=== challenge_responder ===
Fig. 1: challenge_responder, signal wires on met1
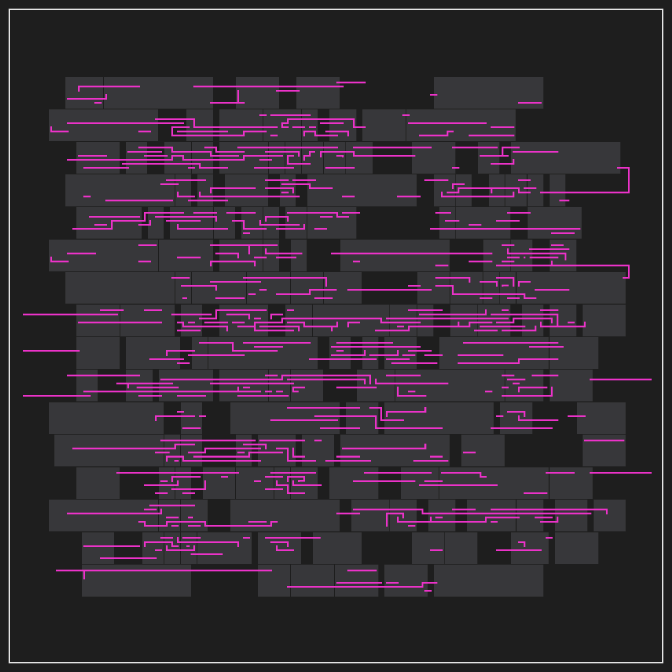
Fig. 2: challenge_responder, met2 routing
Scale bar: 20 um.
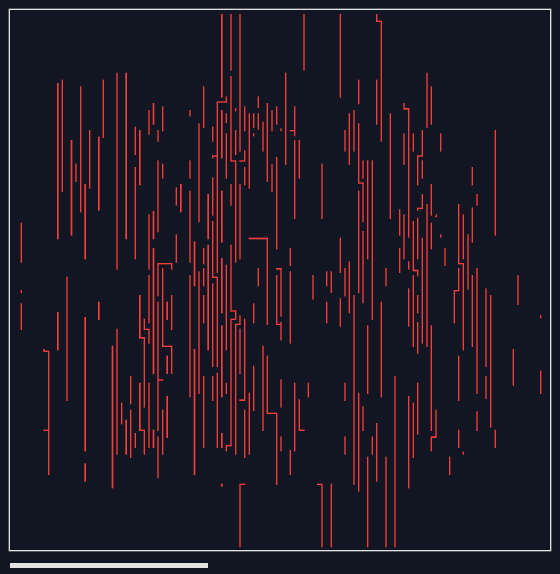
--- src/rtl/challenge_responder.sv ---
// -----------------------------------------------------------------------------
// challenge_responder
//
// OBC-side end of the challenge/response health check. A 4-bit question from
// the checker is latched, the answer is presented a fixed number of cycles
// later and held until acknowledged. Missing acks are reported as a timeout and
// questions arriving while busy are reported as an overrun. A shutdown command
// parks the block in HALTED until the next reset.
//
// Ports
//   clk            in   1          rising-edge clock
//   reset          in   1          asynchronous, active-low reset
//   question       in   4          challenge word, sampled with question_valid
//   question_valid in   1          one-cycle question strobe
//   answer_ack     in   1          checker has consumed the answer
//   shutdown       in   1          level; forces HALTED
//   answer         out  4          response, 0 unless answer_valid
//   answer_valid   out  1          answer presented, waiting for ack
//   busy           out  1          high in COMPUTE or RESPOND
//   overrun        out  1          1-cycle pulse: question dropped while busy
//   timeout        out  1          1-cycle pulse: ack did not arrive in time
//   halted         out  1          high in HALTED
//   answer_count   out  CNT_WIDTH  acknowledged answers, saturating
// -----------------------------------------------------------------------------
module challenge_responder #(
  parameter int RESPONSE_DELAY = 2,   // cycles from accept to answer_valid (>=1)
  parameter int ACK_TIMEOUT    = 16,  // cycles answer_valid may wait for ack (>=1)
  parameter int CNT_WIDTH      = 8    // width of answer_count
) (
  input  logic                 clk,
  input  logic                 reset,
  input  logic [3:0]           question,
  input  logic                 question_valid,
  input  logic                 answer_ack,
  input  logic                 shutdown,
  output logic [3:0]           answer,
  output logic                 answer_valid,
  output logic                 busy,
  output logic                 overrun,
  output logic                 timeout,
  output logic                 halted,
  output logic [CNT_WIDTH-1:0] answer_count
);

  // Counters are sized to hold their largest load value even when that value
  // is a power of two.
  localparam int DLY_W  = $clog2(RESPONSE_DELAY + 1);
  localparam int WAIT_W = $clog2(ACK_TIMEOUT + 1);

  localparam logic [DLY_W-1:0]  DLY_LOAD  = DLY_W'(RESPONSE_DELAY - 1);
  localparam logic [WAIT_W-1:0] WAIT_LAST = WAIT_W'(ACK_TIMEOUT - 1);

  typedef enum logic [1:0] {
    S_IDLE,
    S_COMPUTE,
    S_RESPOND,
    S_HALTED
  } state_e;

  state_e                 state_q, state_d;
  logic [3:0]             q_q, q_d;           // latched question
  logic [DLY_W-1:0]       dly_q, dly_d;       // remaining COMPUTE cycles
  logic [WAIT_W-1:0]      wait_q, wait_d;     // cycles spent in RESPOND
  logic [CNT_WIDTH-1:0]   cnt_q, cnt_d;       // acknowledged answers
  logic                   overrun_q, overrun_d;
  logic                   timeout_q, timeout_d;

  // ---------------------------------------------------------------------------
  // Next-state logic
  // ---------------------------------------------------------------------------
  always_comb begin
    // NOTE: every signal assigned here gets a default first so that no path
    // leaves it unassigned and infers a latch.
    state_d   = state_q;
    q_d       = q_q;
    dly_d     = dly_q;
    wait_d    = wait_q;
    cnt_d     = cnt_q;
    overrun_d = 1'b0;
    timeout_d = 1'b0;

    if (state_q == S_HALTED) begin
      // Only reset leaves HALTED; every input is ignored here.
      state_d = S_HALTED;
    end else if (shutdown) begin
      // Shutdown outranks acks, questions and timeouts in every state.
      state_d = S_HALTED;
    end else begin
      case (state_q)
        S_IDLE: begin
          if (question_valid) begin
            q_d     = question;
            dly_d   = DLY_LOAD;
            state_d = S_COMPUTE;
          end
        end

        S_COMPUTE: begin
          overrun_d = question_valid;
          if (dly_q == '0) begin
            wait_d  = '0;
            state_d = S_RESPOND;
          end else begin
            dly_d = dly_q - DLY_W'(1);
          end
        end

        S_RESPOND: begin
          overrun_d = question_valid;
          if (answer_ack) begin
            // An ack on the expiry cycle still counts: ack is checked first.
            if (cnt_q != '1) begin
              cnt_d = cnt_q + CNT_WIDTH'(1);
            end
            state_d = S_IDLE;
          end else if (wait_q == WAIT_LAST) begin
            timeout_d = 1'b1;
            state_d   = S_IDLE;
          end else begin
            wait_d = wait_q + WAIT_W'(1);
          end
        end

        default: begin
          state_d = S_IDLE;
        end
      endcase
    end
  end

  // ---------------------------------------------------------------------------
  // State registers
  // ---------------------------------------------------------------------------
  always_ff @(posedge clk or negedge reset) begin
    if (!reset) begin
      state_q   <= S_IDLE;
      q_q       <= '0;
      dly_q     <= '0;
      wait_q    <= '0;
      cnt_q     <= '0;
      overrun_q <= 1'b0;
      timeout_q <= 1'b0;
    end else begin
      // NOTE: non-blocking assignments so every register samples the values
      // from before this edge, independent of statement order.
      state_q   <= state_d;
      q_q       <= q_d;
      dly_q     <= dly_d;
      wait_q    <= wait_d;
      cnt_q     <= cnt_d;
      overrun_q <= overrun_d;
      timeout_q <= timeout_d;
    end
  end

  // ---------------------------------------------------------------------------
  // Outputs, decoded from registered state only
  // ---------------------------------------------------------------------------
  always_comb begin
    answer_valid = (state_q == S_RESPOND);
    busy         = (state_q == S_COMPUTE) || (state_q == S_RESPOND);
    halted       = (state_q == S_HALTED);
    answer       = 4'b0000;
    if (answer_valid) begin
      answer[0] = ~q_q[0];
      answer[1] = q_q[0] ^ q_q[1];
      answer[2] = q_q[1] ^ q_q[2];
      answer[3] = q_q[2] ^ q_q[3];
    end
  end

  assign overrun      = overrun_q;
  assign timeout      = timeout_q;
  assign answer_count = cnt_q;

endmodule

--- config.mk ---
export PLATFORM = sky130hd
export DESIGN_NAME = challenge_responder
export DESIGN_NICKNAME = d
export VERILOG_FILES = /design/src/rtl/challenge_responder.sv
export SDC_FILE = /design/constraint.sdc
export NUM_CORES = 1
export LEC_CHECK = 0
export CORE_MARGIN = 3
export CORE_UTILIZATION = 54
export CTS_CLUSTER_SIZE = 8
export DETAILED_ROUTE_END_ITERATION = 10
export PLACE_DENSITY = 0.83
export SETUP_SLACK_MARGIN = 0.4
export SLEW_MARGIN = 15
export SYNTH_ARGS = -nofsm -noshare
export SYNTH_HDL_FRONTEND = slang
export SYNTH_SLANG_ARGS = --single-unit
--- constraint.sdc ---
create_clock -name clk -period 2.73 [get_ports clk]
set_input_delay 0.6825 -clock clk [delete_from_list [all_inputs] [get_ports clk]]
set_output_delay 0.6825 -clock clk [all_outputs]
set_load 0.05 [all_outputs]
==> impl_metrics.ini <==
; yosys + openroad results
[route]
drt_iter0_drc = 19
wl_per_cell_um = 14.38

[placement]
port_buffers = 25

[finish]
diodes = 0
largest_register_ffs = 8
clock_buffers = 4

[synth]
synth-main-ff-cell = dfrtp_1
ys_top_cells_by_area = dfrtp_1 (45%), ha_1 (8.9%), mux2_2 (5.3%), nand2_1 (4.1%), nor2_1 (3.0%)
compound_area_share_pct = 9.941
synth.most_common_cell = dfrtp_1

[outcome]
status = completed

[clocking]
cts_resized = 2
htreeDepth = 1

[grt]
overflow = 0

[pwr]
p_clk_share_pct = 28.1
Notes on Fig. 1 above:
- longest straight run: 17.9 um
- share of all routed wire: 45%
final WL: 2632 um
DR vias: 1052
met1 usage: 26.09%

Notes on Fig. 2 above:
- main direction: vertical
- wire length on this layer: 1320 um


=== result_unloader ===
Fig. 3: result_unloader, signal wires on met1
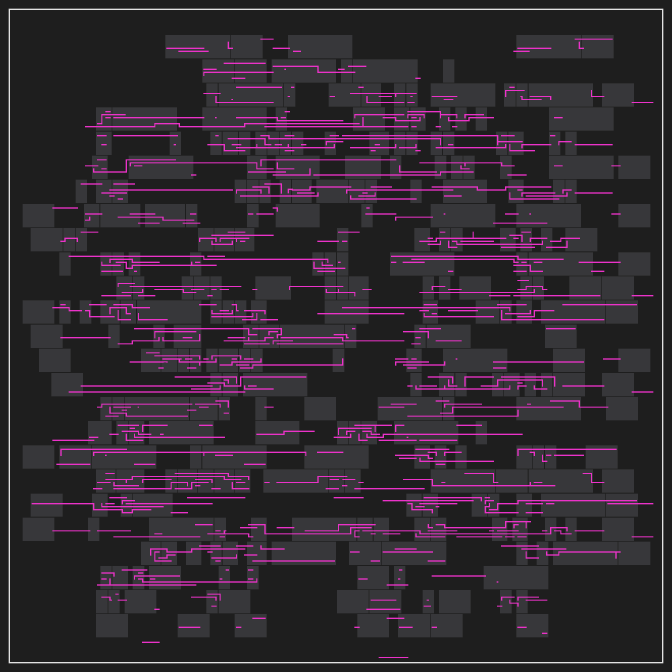
Fig. 4: result_unloader, met2 routing
Scale bar: 20 um.
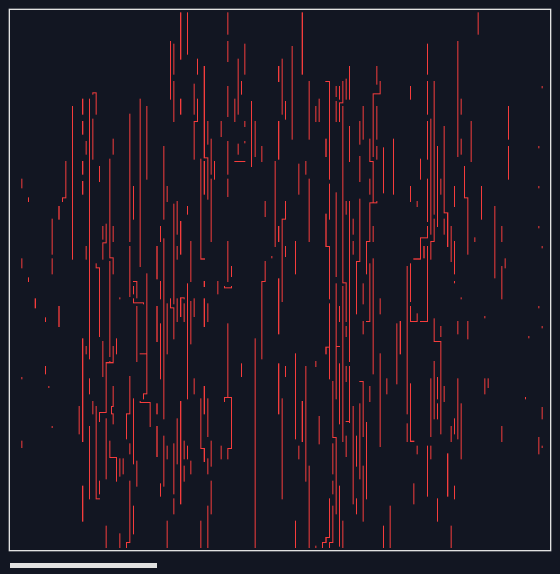
## config.mk

```make
export PLATFORM = sky130hd
export DESIGN_NAME = result_unloader
export DESIGN_NICKNAME = d
export VERILOG_FILES = /design/src/rtl/result_unloader.sv
export SDC_FILE = /design/constraint.sdc
export NUM_CORES = 1
export LEC_CHECK = 0
export ABC_AREA = 1
export CAP_MARGIN = 10
export CELL_PAD_IN_SITES_DETAIL_PLACEMENT = 0
export CELL_PAD_IN_SITES_GLOBAL_PLACEMENT = 1
export CORE_UTILIZATION = 35
export DETAILED_ROUTE_END_ITERATION = 10
export GPL_ROUTABILITY_DRIVEN = 0
export PLACE_DENSITY_LB_ADDON = 0.1
export SETUP_SLACK_MARGIN = 0.2
export SYNTH_ARGS = -nofsm -noshare
export SYNTH_HDL_FRONTEND = slang
export SYNTH_SLANG_ARGS = --single-unit
```

## constraint.sdc

```tcl
create_clock -name clk -period 3.65 [get_ports clk]
set_input_delay 0.5475 -clock clk [delete_from_list [all_inputs] [get_ports clk]]
set_output_delay 0.5475 -clock clk [all_outputs]
set_load 0.03 [all_outputs]
```

## src/rtl/result_unloader.sv

```systemverilog
// rtl/result_unloader.sv - walks result memory and rebuilds WORD_W-bit words from byte slices
// Emits each rebuilt word on a valid/ready stream; all control outputs are registered.
module result_unloader #(
  parameter int ADDR_W  = 5,
  parameter int WORD_W  = 18,
  parameter int BYTE_W  = 8,
  parameter int MEM_LAT = 1
) (
  input  logic              clk,
  input  logic              rst,
  input  logic              start,
  input  logic [ADDR_W-1:0] base_addr,
  input  logic [ADDR_W:0]   count,
  output logic              busy,
  output logic              done,
  output logic              fmt_err,
  output logic              memout_read,
  output logic [ADDR_W-1:0] memout_addr,
  output logic [1:0]        part,
  input  logic [BYTE_W-1:0] Dataout,
  output logic [WORD_W-1:0] res_data,
  output logic              res_valid,
  input  logic              res_ready
);

  localparam int HI_W   = WORD_W - 2*BYTE_W;
  localparam int WAIT_W = (MEM_LAT > 1) ? $clog2(MEM_LAT) : 1;
  localparam logic [WAIT_W-1:0] WAIT_LAST = WAIT_W'(MEM_LAT - 1);
  localparam logic [ADDR_W:0]   REM_ONE   = (ADDR_W+1)'(1);

  typedef enum logic [2:0] {
    S_IDLE, S_READ, S_B0, S_B1, S_B2, S_PUSH, S_DONE
  } state_t;

  state_t              r_state;
  state_t              w_next;
  logic [WAIT_W-1:0]   r_wait;
  logic [WAIT_W-1:0]   w_wait_next;
  logic [ADDR_W-1:0]   r_addr;
  logic [ADDR_W:0]     r_rem;
  logic [WORD_W-1:0]   r_res;
  logic                r_fmt_err;
  logic                r_busy;
  logic                r_done;
  logic                r_read;
  logic [1:0]          r_part;
  logic                r_valid;
  logic                w_busy;
  logic                w_done;
  logic                w_read;
  logic [1:0]          w_part;
  logic                w_valid;
  logic                w_accept;

  assign w_accept = (r_state == S_PUSH) && res_ready;

  always_ff @(posedge clk) begin
    if (rst) begin
      r_state <= S_IDLE;
      r_wait  <= '0;
      r_busy  <= 1'b0;
      r_done  <= 1'b0;
      r_read  <= 1'b0;
      r_part  <= 2'b00;
      r_valid <= 1'b0;
    end else begin
      r_state <= w_next;
      r_wait  <= w_wait_next;
      r_busy  <= w_busy;
      r_done  <= w_done;
      r_read  <= w_read;
      r_part  <= w_part;
      r_valid <= w_valid;
    end
  end

  // Outputs are decoded from the next state so the registered copies line up with r_state.
  always_comb begin
    w_next      = r_state;
    w_wait_next = '0;
    w_busy      = 1'b0;
    w_done      = 1'b0;
    w_read      = 1'b0;
    w_part      = 2'b00;
    w_valid     = 1'b0;

    case (r_state)
      S_IDLE: begin
        if (start) begin
          w_next = (count == '0) ? S_DONE : S_READ;
        end
      end
      S_READ: begin
        if (r_wait == WAIT_LAST) begin
          w_next = S_B0;
        end else begin
          w_wait_next = r_wait + WAIT_W'(1);
        end
      end
      S_B0:   w_next = S_B1;
      S_B1:   w_next = S_B2;
      S_B2:   w_next = S_PUSH;
      S_PUSH: begin
        if (res_ready) begin
          w_next = (r_rem == REM_ONE) ? S_DONE : S_READ;
        end
      end
      S_DONE:  w_next = S_IDLE;
      default: w_next = S_IDLE;
    endcase

    case (w_next)
      S_READ: begin
        w_busy = 1'b1;
        w_read = 1'b1;
      end
      S_B0: begin
        w_busy = 1'b1;
        w_read = 1'b1;
      end
      S_B1: begin
        w_busy = 1'b1;
        w_part = 2'b01;
      end
      S_B2: begin
        w_busy = 1'b1;
        w_part = 2'b10;
      end
      S_PUSH: begin
        w_busy  = 1'b1;
        w_valid = 1'b1;
      end
      S_DONE:  w_done = 1'b1;
      default: w_busy = 1'b0;
    endcase
  end

  always_ff @(posedge clk) begin
    if (rst) begin
      r_addr    <= '0;
      r_rem     <= '0;
      r_res     <= '0;
      r_fmt_err <= 1'b0;
    end else begin
      case (r_state)
        S_IDLE: begin
          if (start) begin
            r_addr    <= base_addr;
            r_rem     <= count;
            r_fmt_err <= 1'b0;
          end
        end
        S_B0: r_res[BYTE_W-1:0]        <= Dataout;
        S_B1: r_res[2*BYTE_W-1:BYTE_W] <= Dataout;
        S_B2: begin
          r_res[WORD_W-1:2*BYTE_W] <= Dataout[HI_W-1:0];
          // Any bit above the top slice means the accumulator overflowed its word.
          if (|Dataout[BYTE_W-1:HI_W]) begin
            r_fmt_err <= 1'b1;
          end
        end
        S_PUSH: begin
          if (w_accept) begin
            r_rem  <= r_rem - REM_ONE;
            r_addr <= r_addr + ADDR_W'(1);
          end
        end
        default: r_addr <= r_addr;
      endcase
    end
  end

  assign busy        = r_busy;
  assign done        = r_done;
  assign fmt_err     = r_fmt_err;
  assign memout_read = r_read;
  assign memout_addr = r_addr;
  assign part        = r_part;
  assign res_data    = r_res;
  assign res_valid   = r_valid;

endmodule

```

==> impl_metrics.ini <==
; yosys + openroad results
[outcome]
status = completed

[sta]
slew_headroom_pct = 40.30
finalHoldViolCount = 0
rsz0062_at_grt = no

[hold_path]
hold_path_depth = 2

[die]
coreArea_um2 = 4817
ioPinCount = 53

[synth]
synthXorXnorAreaFrac_pct = 0.9790
yosys_cells = 250
synth_cells = 250
top_area_cell = dfxtp_1
ys_chip_area_um2 = 1789

[worst_setup_path]
setup.worst_path.class = reg2out
crit_buf_inv = 1
arrival_ns = 1.42
path_depth = 1

[finish]
area.combinational_um2 = 833.3
largest_register_ffs = 18
buffer_area_share_pct = 21.36

[pwr]
power_frac_seq_pct = 46.9
total_power_mw = 1.069
power_switching_mw = 0.3290

[clocking]
cts_sinks = 40

[route]
maxUsedRoutingLayer = met4
met1_length_um = 1966
dr.pass1.iters = 4
drc = 0

[grt]
antenna_found_initial = 0
Notes on Fig. 3 above:
- wire length on this layer: 1970 um
- share of all routed wire: 49%
- longest straight run: 23.9 um

Notes on Fig. 4 above:
- wire length on this layer: 1830 um
- nets with wire on the layer: 241
- share of all routed wire: 45%
- main direction: vertical
met2 Resource Use GR: 25.59%
final WL: 4030 um
DR vias: 1682



==> layout pictures side by side <==
Signal wires on met3.
Scale bar: 20 um.
picture 1
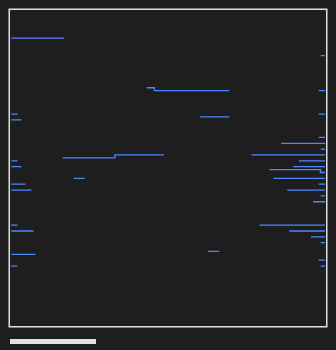
picture 2
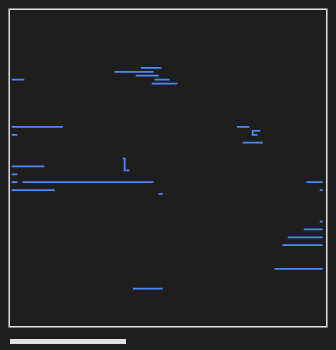
The one with the largest die is picture 1.
challenge_responder is picture 2.
result_unloader is picture 1.

